# ---- uart_sio_ctrl ----
--- src/rtl/uart_pkg.sv ---
// rtl/uart_pkg.sv - shared FSM state types and register map constants for the SIO controller
package uart_pkg;

    typedef enum logic [1:0] {
        RX_IDLE = 2'd0,
        RX_ACK  = 2'd1,
        RX_REL  = 2'd2
    } rx_state_t;

    typedef enum logic [1:0] {
        TX_IDLE   = 2'd0,
        TX_WAITHI = 2'd1,
        TX_WAITLO = 2'd2
    } tx_state_t;

    localparam int STAT_RX_AVAIL = 0;
    localparam int STAT_TX_EMPTY = 1;
    localparam int STAT_OVR      = 2;
    localparam int STAT_TMO      = 3;
    localparam int STAT_TXDROP   = 4;

    localparam logic ADDR_DATA   = 1'b0;
    localparam logic ADDR_STATUS = 1'b1;

endpackage

--- src/rtl/uart_sio_fifo.sv ---
// rtl/uart_sio_fifo.sv - byte FIFO with simultaneous push/pop, used as the receive buffer
module uart_sio_fifo #(
    parameter int DEPTH = 4
) (
    input  logic                       i_clk,
    input  logic                       i_reset,
    input  logic                       i_push,
    input  logic [7:0]                 i_wdata,
    input  logic                       i_pop,
    output logic [7:0]                 o_rdata,
    output logic                       o_full,
    output logic                       o_empty,
    output logic [$clog2(DEPTH):0]     o_count
);

    localparam int AW = $clog2(DEPTH);
    localparam logic [AW:0] FULL_CNT = (AW+1)'(DEPTH);

    logic [7:0]    mem_q [DEPTH];
    logic [AW-1:0] wr_ptr_q, wr_ptr_d;
    logic [AW-1:0] rd_ptr_q, rd_ptr_d;
    logic [AW:0]   count_q, count_d;
    logic          push_en, pop_en;

    // Pop only real data; a push into a full FIFO is accepted when a pop frees a slot.
    always_comb begin
        pop_en   = i_pop && (count_q != '0);
        push_en  = i_push && ((count_q != FULL_CNT) || pop_en);
        wr_ptr_d = push_en ? wr_ptr_q + 1'b1 : wr_ptr_q;
        rd_ptr_d = pop_en  ? rd_ptr_q + 1'b1 : rd_ptr_q;
        count_d  = count_q + (AW+1)'(push_en) - (AW+1)'(pop_en);
    end

    // Pointer and occupancy registers.
    always_ff @(posedge i_clk) begin
        if (i_reset) begin
            wr_ptr_q <= '0;
            rd_ptr_q <= '0;
            count_q  <= '0;
        end else begin
            wr_ptr_q <= wr_ptr_d;
            rd_ptr_q <= rd_ptr_d;
            count_q  <= count_d;
        end
    end

    // Storage array; contents need no reset since occupancy gates every read.
    always_ff @(posedge i_clk) begin
        if (push_en) begin
            mem_q[wr_ptr_q] <= i_wdata;
        end
    end

    assign o_rdata = mem_q[rd_ptr_q];
    assign o_full  = (count_q == FULL_CNT);
    assign o_empty = (count_q == '0);
    assign o_count = count_q;

endmodule

--- src/rtl/uart_sio_ctrl.sv ---
// rtl/uart_sio_ctrl.sv - IMSAI-style SIO controller; define UART_SIO_IRQ_EN for interrupt support
module uart_sio_ctrl #(
    parameter int RX_DEPTH    = 4,
    parameter int ACK_TIMEOUT = 255
) (
    input  logic       i_clk,
    input  logic       i_reset,
    input  logic [7:0] i_rx_data,
    input  logic       i_rx_data_rdy,
    output logic       o_rx_rdy_ack,
    input  logic       i_rx_rdy_ack_clr,
    output logic [7:0] o_tx_data,
    output logic       o_tx_start,
    input  logic       i_tx_busy,
    input  logic       i_cpu_addr,
    input  logic       i_cpu_rd,
    input  logic       i_cpu_wr,
    input  logic [7:0] i_cpu_wdata,
    output logic [7:0] o_cpu_rdata,
    output logic       o_irq
);

    import uart_pkg::*;

    localparam int CW = $clog2(ACK_TIMEOUT);
    localparam logic [CW-1:0] CNT_LAST = CW'(ACK_TIMEOUT - 1);

    rx_state_t rx_q, rx_d;
    tx_state_t tx_q, tx_d;
    logic [CW-1:0] cnt_q, cnt_d;
    logic       ack_q, ack_d;
    logic       ovr_q, ovr_d, tmo_q, tmo_d, txdrop_q, txdrop_d;
    logic [7:0] hold_q, hold_d, tx_data_q, tx_data_d, rdata_q, rdata_d;
    logic       hold_full_q, hold_full_d, start_q, start_d;
    logic [1:0] irq_en_q, irq_en_d;
    logic       irq_q, irq_d;

    logic       rx_capture, tmo_set, rd_data, rd_stat, wr_data, rx_avail;
    logic [7:0] status;
    logic [7:0] fifo_rdata;
    logic       fifo_full, fifo_empty;
    logic [$clog2(RX_DEPTH):0] fifo_count;

    uart_sio_fifo #(.DEPTH(RX_DEPTH)) u_rx_fifo (
        .i_clk   (i_clk),
        .i_reset (i_reset),
        .i_push  (rx_capture),
        .i_wdata (i_rx_data),
        .i_pop   (rd_data),
        .o_rdata (fifo_rdata),
        .o_full  (fifo_full),
        .o_empty (fifo_empty),
        .o_count (fifo_count)
    );

    // RX handshake: capture once per ready, hold ack until cleared or timed out, then await release.
    always_comb begin
        rx_d       = rx_q;
        ack_d      = ack_q;
        cnt_d      = cnt_q;
        rx_capture = 1'b0;
        tmo_set    = 1'b0;
        case (rx_q)
            RX_IDLE: begin
                if (i_rx_data_rdy && !i_rx_rdy_ack_clr) begin
                    rx_capture = 1'b1;
                    ack_d      = 1'b1;
                    cnt_d      = '0;
                    rx_d       = RX_ACK;
                end
            end
            RX_ACK: begin
                if (i_rx_rdy_ack_clr) begin
                    ack_d = 1'b0;
                    rx_d  = RX_REL;
                end else if (cnt_q == CNT_LAST) begin
                    tmo_set = 1'b1;
                    ack_d   = 1'b0;
                    rx_d    = RX_REL;
                end else begin
                    cnt_d = cnt_q + 1'b1;
                end
            end
            RX_REL: begin
                if (!i_rx_rdy_ack_clr) begin
                    rx_d = RX_IDLE;
                end
            end
            default: rx_d = RX_IDLE;
        endcase
    end

    // CPU port decode, read data mux and sticky flags; a same-cycle set beats the read-clear.
    always_comb begin
        rd_data  = i_cpu_rd && (i_cpu_addr == ADDR_DATA);
        rd_stat  = i_cpu_rd && (i_cpu_addr == ADDR_STATUS);
        wr_data  = i_cpu_wr && (i_cpu_addr == ADDR_DATA);
        rx_avail = (fifo_count != '0);

        status                = 8'h00;
        status[7:6]           = irq_en_q;
        status[STAT_RX_AVAIL] = rx_avail;
        status[STAT_TX_EMPTY] = !hold_full_q;
        status[STAT_OVR]      = ovr_q;
        status[STAT_TMO]      = tmo_q;
        status[STAT_TXDROP]   = txdrop_q;

        rdata_d = rdata_q;
        if (rd_data) begin
            rdata_d = fifo_empty ? 8'h00 : fifo_rdata;
        end else if (rd_stat) begin
            rdata_d = status;
        end

        ovr_d    = (ovr_q && !rd_stat) || (rx_capture && fifo_full && !rd_data);
        tmo_d    = (tmo_q && !rd_stat) || tmo_set;
        txdrop_d = (txdrop_q && !rd_stat) || (wr_data && hold_full_q);
    end

    // TX holding register and launch sequencing against the transmitter busy flag.
    always_comb begin
        tx_d        = tx_q;
        hold_d      = hold_q;
        hold_full_d = hold_full_q;
        tx_data_d   = tx_data_q;
        start_d     = 1'b0;
        if (wr_data && !hold_full_q) begin
            hold_d      = i_cpu_wdata;
            hold_full_d = 1'b1;
        end
        case (tx_q)
            TX_IDLE: begin
                if (hold_full_q && !i_tx_busy) begin
                    tx_data_d   = hold_q;
                    start_d     = 1'b1;
                    hold_full_d = 1'b0;
                    tx_d        = TX_WAITHI;
                end
            end
            TX_WAITHI: if (i_tx_busy)  tx_d = TX_WAITLO;
            TX_WAITLO: if (!i_tx_busy) tx_d = TX_IDLE;
            default:   tx_d = TX_IDLE;
        endcase
    end

    // Interrupt enable and registered interrupt level.
    always_comb begin
`ifdef UART_SIO_IRQ_EN
        irq_en_d = (i_cpu_wr && (i_cpu_addr == ADDR_STATUS)) ? i_cpu_wdata[1:0] : irq_en_q;
        irq_d    = (rx_avail && irq_en_q[0]) || (!hold_full_q && irq_en_q[1]);
`else
        irq_en_d = 2'b00;
        irq_d    = 1'b0;
`endif
    end

    // State registers.
    always_ff @(posedge i_clk) begin
        if (i_reset) begin
            rx_q        <= RX_IDLE;
            tx_q        <= TX_IDLE;
            cnt_q       <= '0;
            ack_q       <= 1'b0;
            ovr_q       <= 1'b0;
            tmo_q       <= 1'b0;
            txdrop_q    <= 1'b0;
            hold_q      <= 8'h00;
            hold_full_q <= 1'b0;
            tx_data_q   <= 8'h00;
            start_q     <= 1'b0;
            rdata_q     <= 8'h00;
            irq_en_q    <= 2'b00;
            irq_q       <= 1'b0;
        end else begin
            rx_q        <= rx_d;
            tx_q        <= tx_d;
            cnt_q       <= cnt_d;
            ack_q       <= ack_d;
            ovr_q       <= ovr_d;
            tmo_q       <= tmo_d;
            txdrop_q    <= txdrop_d;
            hold_q      <= hold_d;
            hold_full_q <= hold_full_d;
            tx_data_q   <= tx_data_d;
            start_q     <= start_d;
            rdata_q     <= rdata_d;
            irq_en_q    <= irq_en_d;
            irq_q       <= irq_d;
        end
    end

    assign o_rx_rdy_ack = ack_q;
    assign o_tx_data    = tx_data_q;
    assign o_tx_start   = start_q;
    assign o_cpu_rdata  = rdata_q;
    assign o_irq        = irq_q;

endmodule

--- config.mk ---
export PLATFORM = sky130hd
export DESIGN_NAME = uart_sio_ctrl
export DESIGN_NICKNAME = d
export VERILOG_FILES = /design/src/rtl/uart_pkg.sv /design/src/rtl/uart_sio_fifo.sv /design/src/rtl/uart_sio_ctrl.sv
export SDC_FILE = /design/constraint.sdc
export NUM_CORES = 1
export LEC_CHECK = 0
export CAP_MARGIN = 15
export CORE_MARGIN = 10
export CORE_UTILIZATION = 35
export DETAILED_ROUTE_END_ITERATION = 6
export PLACE_DENSITY = 0.61
export SLEW_MARGIN = 20
export SYNTH_ARGS = -nofsm -noshare
export SYNTH_HDL_FRONTEND = slang
export SYNTH_SLANG_ARGS = --single-unit
--- constraint.sdc ---
create_clock -name i_clk -period 5 [get_ports i_clk]
set_clock_uncertainty 0.15 [all_clocks]
set_input_delay 1 -clock i_clk [delete_from_list [all_inputs] [get_ports i_clk]]
set_output_delay 1 -clock i_clk [all_outputs]
set_load 0.01 [all_outputs]
# ---- serial_add_sub ----
**config.mk**
```make
export PLATFORM = sky130hd
export DESIGN_NAME = serial_add_sub
export DESIGN_NICKNAME = d
export VERILOG_FILES = /design/src/rtl/serial_add_sub.sv
export SDC_FILE = /design/constraint.sdc
export NUM_CORES = 1
export LEC_CHECK = 0
export ABC_AREA = 1
export ABC_CLOCK_PERIOD_IN_PS = 1150
export CAP_MARGIN = 20
export CELL_PAD_IN_SITES_DETAIL_PLACEMENT = 1
export CELL_PAD_IN_SITES_GLOBAL_PLACEMENT = 2
export CORE_MARGIN = 2
export CORE_UTILIZATION = 27
export DETAILED_ROUTE_END_ITERATION = 10
export PLACE_DENSITY = 0.83
export SLEW_MARGIN = 20
export SYNTH_ARGS = -nofsm -noshare
export SYNTH_HDL_FRONTEND = slang
export SYNTH_SLANG_ARGS = --single-unit
```
**constraint.sdc**
```tcl
create_clock -name i_clk -period 1.15 [get_ports i_clk]
set_input_delay 0.1725 -clock i_clk [delete_from_list [all_inputs] [get_ports i_clk]]
set_output_delay 0.1725 -clock i_clk [all_outputs]
set_load 0.01 [all_outputs]
```
**src/rtl/serial_add_sub.sv**
```systemverilog
`default_nettype none
// ============================================================================
//  Module      : serial_add_sub
//  Description : Bit-serial WIDTH-bit adder/subtractor. It latches two operands
//                and a mode, then streams one bit pair per clock, LSB first,
//                through a single full-adder cell. The carry is held in a flop
//                between bits. Start/done handshake.
//                Optional zero flag: define SERIAL_ADD_SUB_ZERO_FLAG_EN to add
//                the o_zero output.
//  Revision    : 1.0  initial release
// ============================================================================
module serial_add_sub #(
    parameter int WIDTH = 8
) (
    input  logic             i_clk,
    input  logic             i_reset,
    input  logic             i_start,
    input  logic             i_mode,
    input  logic [WIDTH-1:0] i_a,
    input  logic [WIDTH-1:0] i_b,
    output logic             o_busy,
    output logic             o_done,
    output logic [WIDTH-1:0] o_result,
    output logic             o_carry,
    output logic             o_overflow
`ifdef SERIAL_ADD_SUB_ZERO_FLAG_EN
    ,
    output logic             o_zero
`endif
);

    localparam int                 c_CNT_W = $clog2(WIDTH);
    localparam logic [c_CNT_W-1:0] c_LAST  = c_CNT_W'(WIDTH - 1);

    typedef enum logic [1:0] {
        S_IDLE = 2'd0,
        S_RUN  = 2'd1,
        S_DONE = 2'd2
    } state_t;

    state_t             r_state;
    state_t             w_state_nxt;
    logic               w_accept;
    logic               w_last;

    logic [WIDTH-1:0]   r_sa;
    logic [WIDTH-1:0]   r_sb;
    // Only the most recent WIDTH-1 sum bits are kept; the current bit completes the word.
    logic [WIDTH-2:0]   r_sr;
    logic               r_carry;
    logic [c_CNT_W-1:0] r_cnt;

    logic [WIDTH-1:0]   r_result;
    logic               r_res_carry;
    logic               r_overflow;

    logic               w_s;
    logic               w_cout;
    logic [WIDTH-1:0]   w_sr_nxt;

`ifdef SERIAL_ADD_SUB_ZERO_FLAG_EN
    logic               r_nonzero;
    logic               r_zero;
`endif

    // Single full-adder cell fed by the LSBs of the operand shift registers
    always_comb begin
        w_s      = r_sa[0] ^ r_sb[0] ^ r_carry;
        w_cout   = (r_sa[0] & r_sb[0]) | (r_carry & (r_sa[0] ^ r_sb[0]));
        w_sr_nxt = {w_s, r_sr};
        w_last   = (r_cnt == c_LAST);
    end

    // Next-state logic; an accept is possible from IDLE or from the DONE cycle
    always_comb begin
        w_state_nxt = r_state;
        w_accept    = 1'b0;
        case (r_state)
            S_IDLE: begin
                if (i_start) begin
                    w_accept    = 1'b1;
                    w_state_nxt = S_RUN;
                end
            end
            S_RUN: begin
                if (w_last) begin
                    w_state_nxt = S_DONE;
                end
            end
            S_DONE: begin
                if (i_start) begin
                    w_accept    = 1'b1;
                    w_state_nxt = S_RUN;
                end else begin
                    w_state_nxt = S_IDLE;
                end
            end
            default: begin
                w_state_nxt = S_IDLE;
            end
        endcase
    end

    // State register
    always_ff @(posedge i_clk) begin
        if (i_reset) begin
            r_state <= S_IDLE;
        end else begin
            r_state <= w_state_nxt;
        end
    end

    // Operand capture, bit-serial datapath and result registers
    always_ff @(posedge i_clk) begin
        if (i_reset) begin
            r_sa        <= '0;
            r_sb        <= '0;
            r_sr        <= '0;
            r_carry     <= 1'b0;
            r_cnt       <= '0;
            r_result    <= '0;
            r_res_carry <= 1'b0;
            r_overflow  <= 1'b0;
        end else if (w_accept) begin
            // Subtraction is A + ~B + 1: invert B and seed the carry with the mode
            r_sa    <= i_a;
            r_sb    <= i_b ^ {WIDTH{i_mode}};
            r_carry <= i_mode;
            r_cnt   <= '0;
        end else if (r_state == S_RUN) begin
            r_sa    <= {1'b0, r_sa[WIDTH-1:1]};
            r_sb    <= {1'b0, r_sb[WIDTH-1:1]};
            r_sr    <= w_sr_nxt[WIDTH-1:1];
            r_carry <= w_cout;
            r_cnt   <= r_cnt + c_CNT_W'(1);
            if (w_last) begin
                r_result    <= w_sr_nxt;
                r_res_carry <= w_cout;
                // Carry into the MSB differs from carry out of it on signed overflow
                r_overflow  <= r_carry ^ w_cout;
            end
        end
    end

`ifdef SERIAL_ADD_SUB_ZERO_FLAG_EN
    // Sticky nonzero tracker; the zero flag updates alongside the other results
    always_ff @(posedge i_clk) begin
        if (i_reset) begin
            r_nonzero <= 1'b0;
            r_zero    <= 1'b0;
        end else if (w_accept) begin
            r_nonzero <= 1'b0;
        end else if (r_state == S_RUN) begin
            r_nonzero <= r_nonzero | w_s;
            if (w_last) begin
                r_zero <= ~(r_nonzero | w_s);
            end
        end
    end

    assign o_zero = r_zero;
`endif

    assign o_busy     = (r_state == S_RUN);
    assign o_done     = (r_state == S_DONE);
    assign o_result   = r_result;
    assign o_carry    = r_res_carry;
    assign o_overflow = r_overflow;

endmodule
`default_nettype wire

```
# ---- led_step_sequencer ----
$ cat src/rtl/led_step_sequencer.sv
// LED step sequencer: prescaled tick advances a step index in up/down/bounce modes under KEY control.
// Build option: define LED_SEQ_BOUNCE_EN to compile in bounce mode and its direction register.
module led_step_sequencer #(
  parameter  int N_STEPS  = 4,
  parameter  int TICK_DIV = 67108864,
  localparam int IDX_W    = $clog2(N_STEPS),
  localparam int DIV_W    = $clog2(TICK_DIV)
) (
  input  logic               CLOCK_50,
  input  logic               reset,
  input  logic [3:0]         KEY,
  output logic [IDX_W-1:0]   step_idx,
  output logic [N_STEPS-1:0] step_onehot,
  output logic [1:0]         mode,
  output logic               running,
  output logic               tick
);

  typedef enum logic [1:0] {
    MODE_UP     = 2'd0,
    MODE_DOWN   = 2'd1,
    MODE_BOUNCE = 2'd2
  } mode_t;

  localparam logic [IDX_W-1:0]   IDX_ZERO    = IDX_W'(0);
  localparam logic [IDX_W-1:0]   IDX_ONE     = IDX_W'(1);
  localparam logic [IDX_W-1:0]   IDX_LAST    = IDX_W'(N_STEPS - 1);
  localparam logic [IDX_W-1:0]   IDX_LAST_M1 = IDX_W'(N_STEPS - 2);
  localparam logic [DIV_W-1:0]   DIV_ZERO    = DIV_W'(0);
  localparam logic [DIV_W-1:0]   DIV_ONE     = DIV_W'(1);
  localparam logic [DIV_W-1:0]   DIV_LAST    = DIV_W'(TICK_DIV - 1);
  localparam logic [N_STEPS-1:0] ONEHOT_ONE  = N_STEPS'(1);

  logic [3:0]       r_key_s1, r_key_s2, r_key_prev;
  logic [3:0]       w_key_evt;
  logic [DIV_W-1:0] r_div_cnt, w_div_next;
  logic [IDX_W-1:0] r_idx, w_idx_next;
  mode_t            r_mode, w_mode_next;
  logic             r_running, w_running_next;
  logic             w_tick, w_adv;
`ifdef LED_SEQ_BOUNCE_EN
  logic             r_dir, w_dir_next;  // 1 = counting up
`endif

  // Two-flop synchroniser plus previous-value flop per key
  always_ff @(posedge CLOCK_50) begin
    if (reset) begin
      r_key_s1   <= 4'hF;
      r_key_s2   <= 4'hF;
      r_key_prev <= 4'hF;
    end else begin
      r_key_s1   <= KEY;
      r_key_s2   <= r_key_s1;
      r_key_prev <= r_key_s2;
    end
  end

  // Active-low keys: a press is a 1->0 edge on the synchronised value
  assign w_key_evt = r_key_prev & ~r_key_s2;
  assign w_tick    = (r_div_cnt == DIV_LAST);
  assign w_adv     = (r_running & w_tick) | (~r_running & w_key_evt[2]);

  // Next-state logic: restart beats advance; pause and mode changes apply alongside either
  always_comb begin
    w_idx_next     = r_idx;
    w_mode_next    = r_mode;
    w_running_next = r_running ^ w_key_evt[0];
    w_div_next     = (w_tick) ? DIV_ZERO : (r_div_cnt + DIV_ONE);
`ifdef LED_SEQ_BOUNCE_EN
    w_dir_next     = r_dir;
`endif

    if (w_key_evt[3]) begin
      w_idx_next = IDX_ZERO;
      w_div_next = DIV_ZERO;
`ifdef LED_SEQ_BOUNCE_EN
      w_dir_next = 1'b1;
`endif
    end else if (w_adv) begin
      case (r_mode)
        MODE_UP:   w_idx_next = (r_idx == IDX_LAST) ? IDX_ZERO : (r_idx + IDX_ONE);
        MODE_DOWN: w_idx_next = (r_idx == IDX_ZERO) ? IDX_LAST : (r_idx - IDX_ONE);
`ifdef LED_SEQ_BOUNCE_EN
        MODE_BOUNCE: begin
          if (r_dir) begin
            if (r_idx == IDX_LAST) begin
              w_idx_next = IDX_LAST_M1;
              w_dir_next = 1'b0;
            end else begin
              w_idx_next = r_idx + IDX_ONE;
            end
          end else begin
            if (r_idx == IDX_ZERO) begin
              w_idx_next = IDX_ONE;
              w_dir_next = 1'b1;
            end else begin
              w_idx_next = r_idx - IDX_ONE;
            end
          end
        end
`endif
        default:   w_idx_next = r_idx;
      endcase
    end else begin
      w_idx_next = r_idx;
    end

    // Mode change uses the old mode for any same-cycle advance above
    if (w_key_evt[1]) begin
      case (r_mode)
        MODE_UP:     w_mode_next = MODE_DOWN;
`ifdef LED_SEQ_BOUNCE_EN
        MODE_DOWN:   w_mode_next = MODE_BOUNCE;
`else
        MODE_DOWN:   w_mode_next = MODE_UP;
`endif
        MODE_BOUNCE: w_mode_next = MODE_UP;
        default:     w_mode_next = MODE_UP;
      endcase
`ifdef LED_SEQ_BOUNCE_EN
      w_dir_next = 1'b1;
`endif
    end else begin
      w_mode_next = r_mode;
    end
  end

  // State registers
  always_ff @(posedge CLOCK_50) begin
    if (reset) begin
      r_div_cnt <= DIV_ZERO;
      r_idx     <= IDX_ZERO;
      r_mode    <= MODE_UP;
      r_running <= 1'b1;
`ifdef LED_SEQ_BOUNCE_EN
      r_dir     <= 1'b1;
`endif
    end else begin
      r_div_cnt <= w_div_next;
      r_idx     <= w_idx_next;
      r_mode    <= w_mode_next;
      r_running <= w_running_next;
`ifdef LED_SEQ_BOUNCE_EN
      r_dir     <= w_dir_next;
`endif
    end
  end

  assign step_idx    = r_idx;
  assign step_onehot = ONEHOT_ONE << r_idx;
  assign mode        = r_mode;
  assign running     = r_running;
  assign tick        = w_tick;

endmodule

$ cat config.mk
export PLATFORM = sky130hd
export DESIGN_NAME = led_step_sequencer
export DESIGN_NICKNAME = d
export VERILOG_FILES = /design/src/rtl/led_step_sequencer.sv
export SDC_FILE = /design/constraint.sdc
export NUM_CORES = 1
export LEC_CHECK = 0
export CORE_ASPECT_RATIO = 0.6
export CORE_MARGIN = 8
export CORE_UTILIZATION = 50
export CTS_CLUSTER_DIAMETER = 100
export DETAILED_ROUTE_END_ITERATION = 8
export GPL_TIMING_DRIVEN = 0
export PLACE_DENSITY = 0.81
export RECOVER_POWER = 25
export SLEW_MARGIN = 20
export SYNTH_ARGS = -nofsm -noshare
export SYNTH_HDL_FRONTEND = slang
export SYNTH_SLANG_ARGS = --single-unit
$ cat constraint.sdc
create_clock -name CLOCK_50 -period 2.5 [get_ports CLOCK_50]
set_input_delay 0.25 -clock CLOCK_50 [delete_from_list [all_inputs] [get_ports CLOCK_50]]
set_output_delay 0.25 -clock CLOCK_50 [all_outputs]
set_load 0.03 [all_outputs]
# ---- sfx_event_sequencer ----
## config.mk

```make
export PLATFORM = sky130hd
export DESIGN_NAME = sfx_event_sequencer
export DESIGN_NICKNAME = d
export VERILOG_FILES = /design/src/rtl/snd_pkg.sv /design/src/rtl/sfx_edge_det.sv /design/src/rtl/sfx_event_sequencer.sv
export SDC_FILE = /design/constraint.sdc
export NUM_CORES = 1
export LEC_CHECK = 0
export CAP_MARGIN = 20
export CORE_UTILIZATION = 55
export DETAILED_ROUTE_END_ITERATION = 7
export PLACE_DENSITY_LB_ADDON = 0.05
export SYNTH_ARGS = -nofsm -noshare
export SYNTH_HDL_FRONTEND = slang
export SYNTH_HIERARCHICAL = 1
export SYNTH_SLANG_ARGS = --single-unit
export TNS_END_PERCENT = 50
```

## constraint.sdc

```tcl
create_clock -name clk -period 4.4 [get_ports clk]
set_clock_uncertainty 0.2 [all_clocks]
set_input_delay 1.1 -clock clk [delete_from_list [all_inputs] [get_ports clk]]
set_output_delay 1.1 -clock clk [all_outputs]
set_load 0.005 [all_outputs]
```

## src/rtl/snd_pkg.sv

```systemverilog
`default_nettype none
// ============================================================================
// Module      : snd_pkg
// Description : Shared types and default clip lengths for the sound-effect
//               event sequencer.
// Revision    : 1.0 - initial release
// ============================================================================
package snd_pkg;

  // Default one-shot clip lengths, in 8 kHz sample ticks
  localparam int TURN_LEN  = 8181;
  localparam int SCORE_LEN = 2693;
  localparam int HIT_LEN   = 6183;

  // Clip select codes seen by the playback block
  typedef enum logic [2:0] {
    CLIP_NONE  = 3'd0,
    CLIP_BG    = 3'd1,
    CLIP_TURN  = 3'd2,
    CLIP_SCORE = 3'd3,
    CLIP_HIT   = 3'd4
  } clip_e;

  // Sequencer states
  typedef enum logic [2:0] {
    S_MENU  = 3'd0,
    S_READY = 3'd1,
    S_TURN  = 3'd2,
    S_SCORE = 3'd3,
    S_HIT   = 3'd4,
    S_OVER  = 3'd5
  } state_e;

  // Clip presented downstream while sitting in a given state
  function automatic clip_e clip_of(input state_e s);
    case (s)
      S_MENU:  clip_of = CLIP_BG;
      S_TURN:  clip_of = CLIP_TURN;
      S_SCORE: clip_of = CLIP_SCORE;
      S_HIT:   clip_of = CLIP_HIT;
      default: clip_of = CLIP_NONE;
    endcase
  endfunction

endpackage
`default_nettype wire

```

## src/rtl/sfx_edge_det.sv

```systemverilog
`default_nettype none
// ============================================================================
// Module      : sfx_edge_det
// Description : Per-bit rising-edge detector with a registered one-clk pulse.
// Revision    : 1.0 - initial release
// ============================================================================
module sfx_edge_det #(
  parameter int WIDTH = 1
) (
  input  logic             clk,
  input  logic             reset,
  input  logic [WIDTH-1:0] din,
  output logic [WIDTH-1:0] rise
);

  logic [WIDTH-1:0] r_prev;

  // Remember last level and register the 0->1 transition as a pulse
  always_ff @(posedge clk) begin
    if (reset) begin
      r_prev <= '0;
      rise   <= '0;
    end else begin
      r_prev <= din;
      rise   <= din & ~r_prev;
    end
  end

endmodule
`default_nettype wire

```

## src/rtl/sfx_event_sequencer.sv

```systemverilog
`default_nettype none
// ============================================================================
// Module      : sfx_event_sequencer
// Description : Arbitrates game events into a single clip command (select,
//               start, active, done) for the audio playback block, timing
//               one-shot clips in 8 kHz sample ticks.
// Revision    : 1.0 - initial release
// ============================================================================
module sfx_event_sequencer
  import snd_pkg::*;
#(
  parameter int TURN_LEN  = snd_pkg::TURN_LEN,
  parameter int SCORE_LEN = snd_pkg::SCORE_LEN,
  parameter int HIT_LEN   = snd_pkg::HIT_LEN,
  parameter int CNT_W     = 14
) (
  input  logic       clk,
  input  logic       reset,
  input  logic       tick_8k,
  input  logic [4:0] pbttn,
  input  logic       switch_screen,
  input  logic       gameover,
  input  logic       ate,
  output logic [2:0] clip_sel,
  output logic       clip_start,
  output logic       clip_active,
  output logic       clip_done
);

  localparam logic [CNT_W-1:0] c_turn_load  = CNT_W'(TURN_LEN - 1);
  localparam logic [CNT_W-1:0] c_score_load = CNT_W'(SCORE_LEN - 1);
  localparam logic [CNT_W-1:0] c_hit_load   = CNT_W'(HIT_LEN - 1);

  state_e           r_state;
  logic [CNT_W-1:0] r_cnt;
  logic             r_score_pend;
  logic             r_start_pend;

  logic [4:0] w_btn_rise;
  logic       w_ate_req;
  logic       w_go_req;
  logic       w_turn_req;
  logic       w_tick_end;
  state_e     w_ready_tgt;
  logic       w_launch;
  state_e     w_launch_state;
  logic       w_end;
  logic [CNT_W-1:0] w_load;

  sfx_edge_det #(.WIDTH(5)) u_btn_edge (
    .clk   (clk),
    .reset (reset),
    .din   (pbttn),
    .rise  (w_btn_rise)
  );

  sfx_edge_det #(.WIDTH(1)) u_ate_edge (
    .clk   (clk),
    .reset (reset),
    .din   (ate),
    .rise  (w_ate_req)
  );

  sfx_edge_det #(.WIDTH(1)) u_go_edge (
    .clk   (clk),
    .reset (reset),
    .din   (gameover),
    .rise  (w_go_req)
  );

  assign w_turn_req = |w_btn_rise;
  assign w_tick_end = tick_8k && (r_cnt == '0);

  // Decide whether a clip launches or ends this cycle, and which clip
  always_comb begin
    w_ready_tgt    = S_READY;
    w_launch       = 1'b0;
    w_launch_state = S_TURN;
    w_end          = 1'b0;

    // Idle-state request arbitration: HIT > SCORE > TURN
    if (w_go_req || gameover)          w_ready_tgt = S_HIT;
    else if (w_ate_req || r_score_pend) w_ready_tgt = S_SCORE;
    else if (w_turn_req)                w_ready_tgt = S_TURN;

    case (r_state)
      S_READY: begin
        if (w_ready_tgt != S_READY) begin
          w_launch       = 1'b1;
          w_launch_state = w_ready_tgt;
        end
      end
      S_TURN, S_SCORE: begin
        if (w_go_req || gameover) begin
          w_launch       = 1'b1;
          w_launch_state = S_HIT;
        end else if (w_tick_end) begin
          // Natural end: a coincident request is served as if from READY
          w_end = 1'b1;
          if (w_ready_tgt != S_READY) begin
            w_launch       = 1'b1;
            w_launch_state = w_ready_tgt;
          end
        end else if (w_ate_req) begin
          w_launch       = 1'b1;
          w_launch_state = S_SCORE;
        end else if (w_turn_req && (r_state == S_TURN)) begin
          w_launch       = 1'b1;
          w_launch_state = S_TURN;
        end
      end
      S_HIT: begin
        w_end = w_tick_end;
      end
      default: ;
    endcase

    case (w_launch_state)
      S_SCORE: w_load = c_score_load;
      S_HIT:   w_load = c_hit_load;
      default: w_load = c_turn_load;
    endcase
  end

  // Sequencer state machine with registered clip command outputs
  always_ff @(posedge clk) begin
    clip_start <= 1'b0;
    clip_done  <= 1'b0;
    if (reset) begin
      r_state      <= S_MENU;
      r_cnt        <= '0;
      r_score_pend <= 1'b0;
      r_start_pend <= 1'b1;
      clip_sel     <= CLIP_NONE;
      clip_active  <= 1'b0;
    end else if ((r_state != S_MENU) && !switch_screen) begin
      // Leaving the game screen aborts everything and restarts BG music
      r_state      <= S_MENU;
      r_score_pend <= 1'b0;
      clip_sel     <= CLIP_BG;
      clip_start   <= 1'b1;
      clip_active  <= 1'b0;
    end else if (w_launch) begin
      // Any clip start supersedes a queued score request
      r_state      <= w_launch_state;
      r_cnt        <= w_load;
      r_score_pend <= 1'b0;
      clip_sel     <= clip_of(w_launch_state);
      clip_start   <= 1'b1;
      clip_active  <= 1'b1;
      clip_done    <= w_end;
    end else if (w_end) begin
      r_state     <= (r_state == S_HIT) ? S_OVER : S_READY;
      clip_sel    <= CLIP_NONE;
      clip_active <= 1'b0;
      clip_done   <= 1'b1;
    end else begin
      case (r_state)
        S_MENU: begin
          if (r_start_pend) begin
            r_start_pend <= 1'b0;
            clip_sel     <= CLIP_BG;
            clip_start   <= 1'b1;
          end else if (switch_screen) begin
            r_state  <= S_READY;
            clip_sel <= CLIP_NONE;
          end else begin
            clip_sel <= CLIP_BG;
          end
        end
        S_OVER: begin
          if (!gameover) r_state <= S_READY;
        end
        S_TURN, S_SCORE, S_HIT: begin
          if (tick_8k) r_cnt <= r_cnt - CNT_W'(1);
        end
        default: ;
      endcase
    end
  end

endmodule
`default_nettype wire

```

Fig. 1: led_step_sequencer, sequential cells coloured by netlist name
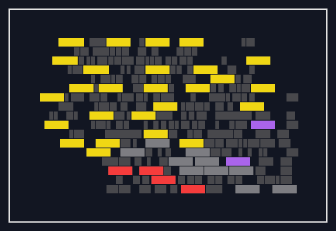
| colour | netlist name | flops |
|---|---|---|
| red | r_key_s1 | 4 |
| purple | step_idx | 2 |
| yellow | r_div_cnt | 26 |
Register Area: 845 um^2
Seq power: 690 uW

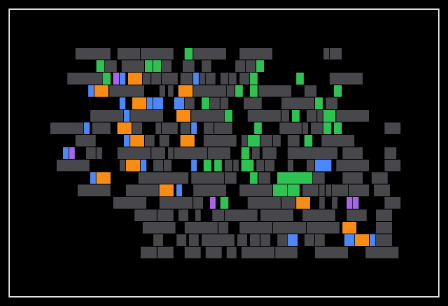
Fig. 2. Gate families picked out (led_step_sequencer).
| colour | family | cells |
|---|---|---|
| orange | XOR/XNOR gates | 14 |
| purple | inverters | 5 |
| blue | NOR gates | 20 |
| green | inverting AOI/OAI gates | 30 |
fin cells: 269
logic share of the area: 41.7%
Commonest Layout Cell: dfxtp_1

==> summary.txt, led_step_sequencer <==
Status: complete, no violations
Global placement routability congestion: 0.860
Nets: 232
GRT overflow: 0
Finish-stage setup viols: 0
Top cells by area: dfxtp_1 (46%), or2_2 (4.5%), a21oi_1 (3.9%), xnor2_1 (3.9%), nand3_1 (3.6%)
Reg2Reg Setup Slack: 0.26 ns
Initial antenna violation count: 0
Floorplan utilization: 50.7%
Final ANT Viol Nets: 0
Synth top cell by count: dfxtp_1
Final core occ: 61.0%
Crit path cell chain: nand4_1 > or4_1 > buf_6 > buf_4 > nor3_2 > buf_4
Worst-skew pair later-pin latency: 0.30 ns
Input/output buffers: 14
Logic power comb: 63.4 uW
Fill count: 312
[led_step_sequencer: flip-flops by register name (all words and copies together) (netlist names)]
signal,cells
step_idx,2
r_div_cnt,26
r_key_s1,4
running,1
mode,1
r_key_s2,4
r_key_prev,4
[led_step_sequencer: timing repair]
item	CTS	global route
endpoints found under the setup margin	1	1
setup buffers	1	1
resized	7	5
hold buffers	0	0
pin swaps	1	1
[led_step_sequencer: kinds of logic (layout without fill, tap and decap cells)]
logic type | Yosys count | in the layout | synth area share [%]
AND/OR/NAND/NOR | 90 | 90 | 27.7
AND-OR/OR-AND | 31 | 31 | 10.4
XOR/XNOR | 14 | 14 | 6.77
other | 1 | 1 | 0.207
multiplexers | 2 | 2 | 1.11
flip-flops | 42 | 42 | 46.4
adder cells (fa/ha/maj) | 5 | 5 | 3.46
buffers and inverters | 13 | 37 | 3.94
[led_step_sequencer: per-layer routing]
layer,GRT usage (%),vias to the layer above
met4,7.07,0
met1,16.7,638
met3,4.56,8
li1,-,734
met5,0,-
met2,18.3,47
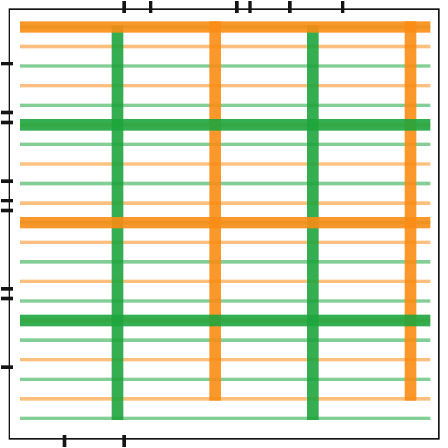
Fig. 3. PDN straps and rails (sfx_event_sequencer).
Pins as bars on the die edge.
| colour | net |
|---|---|
| green | VSS |
| orange | VDD |
met1 rails: 21
signal pins: 17
Die Span Y: 59.5 um
Max rail drop VDD: 320 uV

==> summary.txt, sfx_event_sequencer <==
Final wirelength: 4.19 mm
Logic share of the area: 48.7%
EDFF count, synth: 0
Finish-stage setup viols: 0
Min-delay worst type: flip-flop to flip-flop
Post-Place Cells: 264
Largest class: multi-input combinational cells
Reg power frac: 35.4%
Pleak: 0.742 nW
Total GRT Usage: 26.6%
Area Overhead vs Synth: 12.5%
DR DRC count: 0
Nets: 240
Initial antenna violation count: 0
Most instantiated logic cells after routing: dfxtp_1 (38), nand2_1 (24), nor2_1 (23), a21oi_1 (17), clkdlybuf4s50_1 (16)
Final Hold Slack: 0.212 ns
DRT iter0 DRCs: 140
Placed cell area: 2000 um^2
Psw: 670 uW
Critical-path top delay cell: o311a_2
Asr flop ratio synth: 0%
Cts bufs inserted: 5
Status: complete, no violations
Input/output buffers: 16
Unrepaired setup endpoints after global routing: false
Flop share of the area: 37.2%
Pre-CTS setup slack: 0.839 ns
Max-slew headroom: 47.6%
Power share of the combinational group: 52.9%
Clk_buf instances: 5
Post-synth top area cell: dfxtp_1
Ys flop type: dfxtp_1
CTS-repair resized insts: 0
Hold Path Depth: 1
Worst path max stage delay: 0.52 ns
Commonest Layout Cell: dfxtp_1
Fmax: 308 MHz
Minimum clock period: 3.24 ns
First-pass GRT wire length: 6.84 mm
Fill count: 288
Clk pwr share: 11.7%
Seq share, synth: 41.9%
Number of global-route vias before repair: 1505
## sfx_event_sequencer: power by group through the flow
stage | clock network [mW] | registers, mW | logic, mW
6_report | 0.170 | 0.515 | 0.771
4_1_cts | 0.173 | 0.511 | 0.761
3_5_place_dp | 0 | 0.519 | 0.753
2_1_floorplan | 0 | 0.477 | 0.594
3_3_place_gp | 0 | 0.516 | 0.746
5_1_grt | 0.189 | 0.529 | 0.846
## sfx_event_sequencer: logic make-up after synthesis
logic type               synth area share, %
AND-OR/OR-AND                           16.3
XOR/XNOR                                2.41
adder cells (fa/ha/maj)                 1.38
buffers and inverters                   3.37
flip-flops                              41.9
multiplexers                            1.72
AND/OR/NAND/NOR                         33.0
## sfx_event_sequencer: layer usage
layer	share of wire, %	GRT usage, %	up-vias
li1	-	-	796
met1	44	32.1	741
met2	50	45.7	48
met3	4.2	5.90	10
met4	1.4	10.5	0
met5	0	0	-
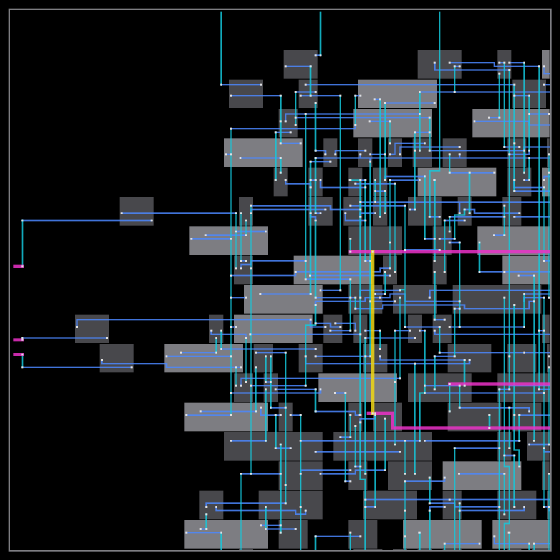
Fig. 4. Close-up of the layout (serial_add_sub).
Window x 0 to 50, y 38 to 88 um. Cells in grey, sequential cells in the stronger grey; small squares are vias.
| colour | layer |
|---|---|
| cyan | met2 |
| blue | met1 |
| magenta | met3 |
| yellow | met4 |
most frequent: nor2_1 (16), dfxtp_1 (16), dlygate4sd2_1 (7)
sequential cells in the window: 18
cells with their middle in the window: 87
netlist names of flops here include: o_result (5), r_sr (5), r_cnt (3)

==> summary.txt, serial_add_sub <==
Pre-CTS setup slack: -0.262 ns
Minimum clock period: 1.20 ns
Finish-stage setup viols: 12
Asr flop ratio synth: 0%
Final wirelength: 4.94 mm
Post-Place Cells: 386
Fin cells: 400
Failing checks: setup timing
Max-slew headroom: 84.4%
Status: complete, but fails checks
Syn_nets: 267
Leading power group: sequential cells
Setup WS post-layout: -0.0546 ns
Hold-fix buffers, CTS: 0
CTS-repair resized insts: 34
## serial_add_sub: per-layer routing
metal | global-route usage, % | up-vias
li1 | - | 887
met2 | 21.6 | 23
met1 | 17.8 | 818
met4 | 4.13 | 0
met3 | 3.11 | 6
met5 | 0 | -
## serial_add_sub: cells by family after synthesis
logic type,Yosys count,share of synthesized area (%)
compound gates,39,12.3
fa+ha+maj,3,2.36
flops,39,41.0
simple gates,122,32.2
xor+xnor,2,1.31
buf+inv,39,10.8
## serial_add_sub: worst max-delay path by stage
stage                   to  cells past startpoint     start
2_1_floorplan   o_overflow                      4   r_sa[0]
3_3_place_gp       r_sb[4]                      7   i_start
3_5_place_dp       r_sb[4]                      7   i_start
4_1_cts        o_result[7]                      7  r_cnt[0]
5_1_grt        o_result[3]                      7  r_cnt[0]
6_report       o_result[5]                      7  r_cnt[0]
## serial_add_sub: cell type report
type	instances	area (um^2)	area share (%)
Clock buffer	6	72.6	2.63
Clock inverter	1	30.0	1.09
Inverter	30	140	5.09
Multi-Input combinational cell	168	1030	37.2
Sequential cell	39	791	28.7
Tap cell	96	120	4.36
Timing Repair Buffer	60	576	20.9
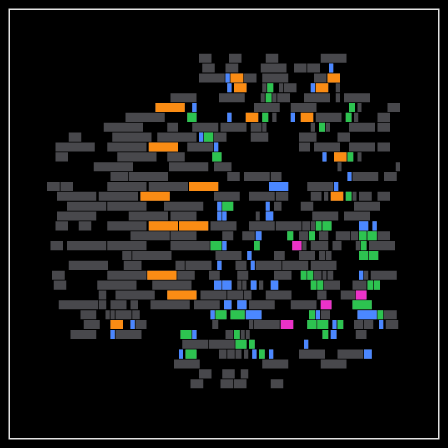
Fig. 5. Gate families picked out (uart_sio_ctrl).
| colour | family | cells |
|---|---|---|
| blue | NOR gates | 47 |
| magenta | AND-OR and OR-AND gates | 4 |
| green | inverting AOI/OAI gates | 44 |
| orange | multiplexers | 17 |
logic share of the area: 31.5%
fin cells: 457
Commonest Layout Cell: dfxtp_1

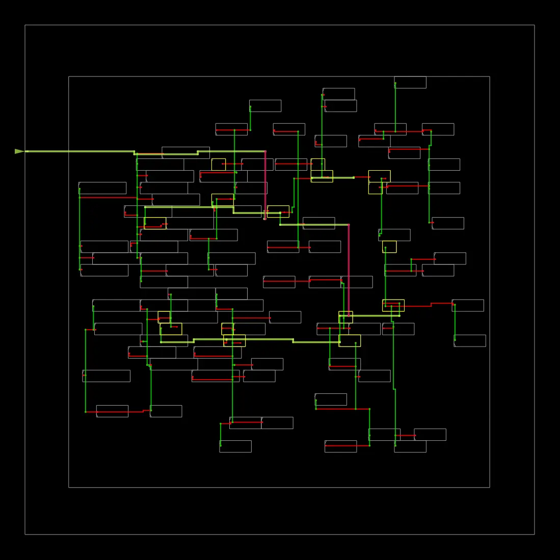
Fig. 6. Clock routing (uart_sio_ctrl).
flip-flops: 83
Clk power: 441 uW
worst-skew pair later-pin latency: 0.35 ns
cts bufs inserted: 9

==> summary.txt, uart_sio_ctrl <==
Post-CTS Repair Setup Buffers: 0
Crit Path Max Fanout: 7
DR DRC count: 0
Bufs w/o clock: 43
Status: complete, no violations
Die ar.: 13900 um^2
Pwr dens: 343 nW/um^2
Sink Count: 83
Max-Cap Viols: 0
Yosys cell types: 55
Int Pwr: 1.02 mW
Inverter count of the layout excluding clock inverters: 7
CP endpoint: u_rx_fifo.o_count[1]
CP Launch Type: input pin
Crit end category: flip-flop
Final Hold Fails: 0
Multi-input logic area: 1270 um^2
Gate count of the mapped netlist: 282
CTS-repair resized insts: 0
Reg2Reg Depth: 5
Post-synth top area cell: dfxtp_1
YS chip area: 3360 um^2
Core area: 9280 um^2
Top-area cell share: 30.4%
Via/cell ratio: 4.82
Final wirelength: 6.79 mm
Met2 Use GR: 15.7%
Detailed Place HPWL: 4.98 mm
Ratio of cells with drive above 1 in the final layout: 11.6%
Routed vias: 2201
Seq power: 767 uW
Crit path required time: 5.07 ns
Pleak: 1.36 nW
IO Pins: 43
Hold Path Sink: o_tx_data[4]
GRT overflow: 0
Pre-CTS setup slack: 1.51 ns
Largest class: sequential cells
Design Area, Final: 4050 um^2
Largest net degree at the start of global routing: 32
Reg2Reg Capture Point: u_rx_fifo.o_count[1]
EDFF count, synth: 32
Flop share of the area: 48.9%
uart_sio_ctrl: critical path, delay by kind of cell:
kind | cells | cell delay [ns]
fa+ha+maj | 2 | 0.63
simple gates | 2 | 0.61
buf+inv | 1 | 0.52
compound gates | 1 | 0.43
uart_sio_ctrl: sequential cells by signal, indices dropped and copies added, names as in the netlist, named ones only:
| signal | cells |
|---|---|
| u_rx_fifo.mem_q | 32 |
| cnt_q | 8 |
| hold_q | 8 |
| o_cpu_rdata | 8 |
| o_tx_data | 8 |
| u_rx_fifo.o_count | 3 |
| rx_q | 2 |
| tx_q | 2 |
| u_rx_fifo.rd_ptr_q | 2 |
| u_rx_fifo.wr_ptr_q | 2 |
| hold_full_q | 1 |
| o_rx_rdy_ack | 1 |
| o_tx_start | 1 |
| ovr_q | 1 |
| tmo_q | 1 |
| txdrop_q | 1 |
uart_sio_ctrl: cell families after synthesis:
kind of cell | share of synthesized area (%)
XOR/XNOR | 1.56
adder cells (fa/ha/maj) | 3.20
flip-flops | 59.0
buffers and inverters | 3.27
AND/OR/NAND/NOR | 15.4
AND-OR/OR-AND | 9.49
multiplexers | 8.04
other | 0.112


==> layout pictures side by side <==
Clock routing.
panel A
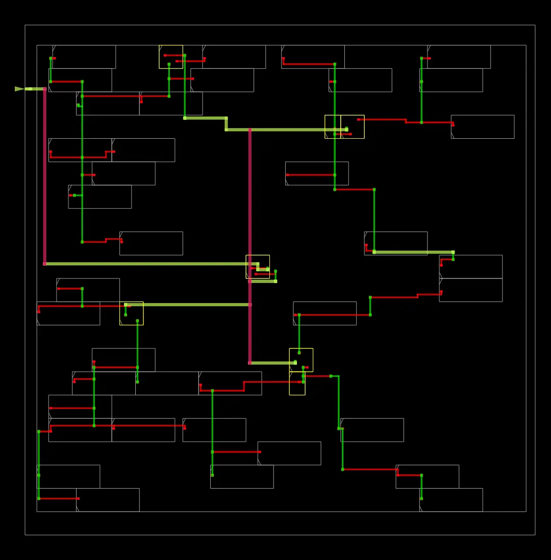
panel B
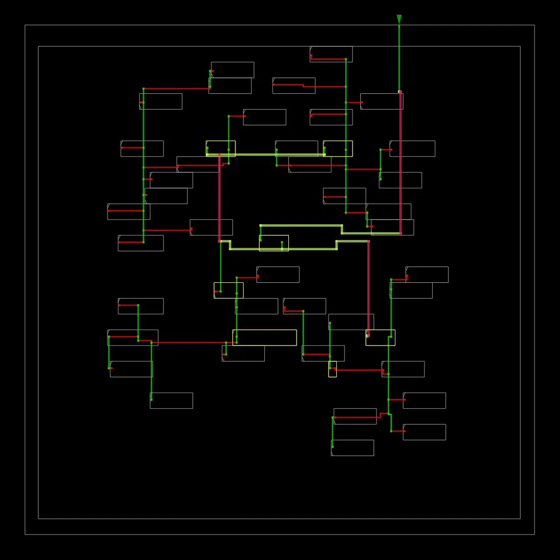
panel C
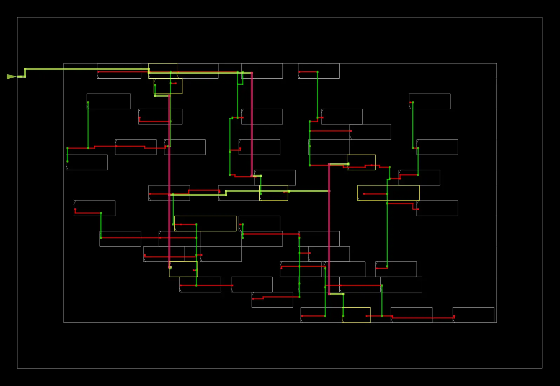
panel B -> serial_add_sub
panel C -> led_step_sequencer
panel A -> sfx_event_sequencer


==> layout pictures side by side <==
Sequential cells coloured by netlist name.
picture 1
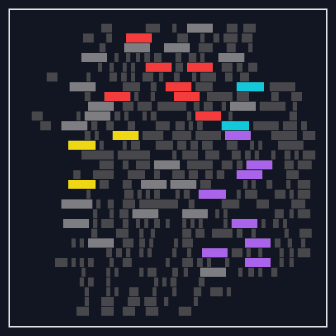
picture 2
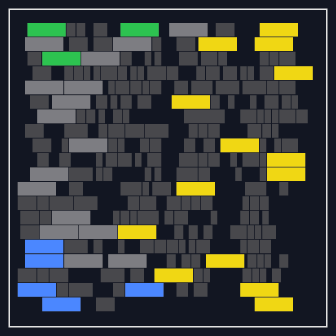
picture 3
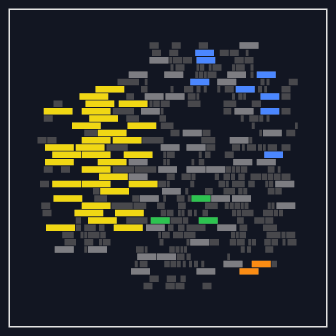
For serial_add_sub, see picture 1.
For uart_sio_ctrl, see picture 3.
For sfx_event_sequencer, see picture 2.

Key to picture 3:
| colour | netlist name | flops |
|---|---|---|
| orange | rx_q | 2 |
| yellow | u_rx_fifo.mem_q | 32 |
| green | u_rx_fifo.o_count | 3 |
| blue | o_tx_data | 8 |

No activity file was given, so power comes from the tool's default toggle rates.
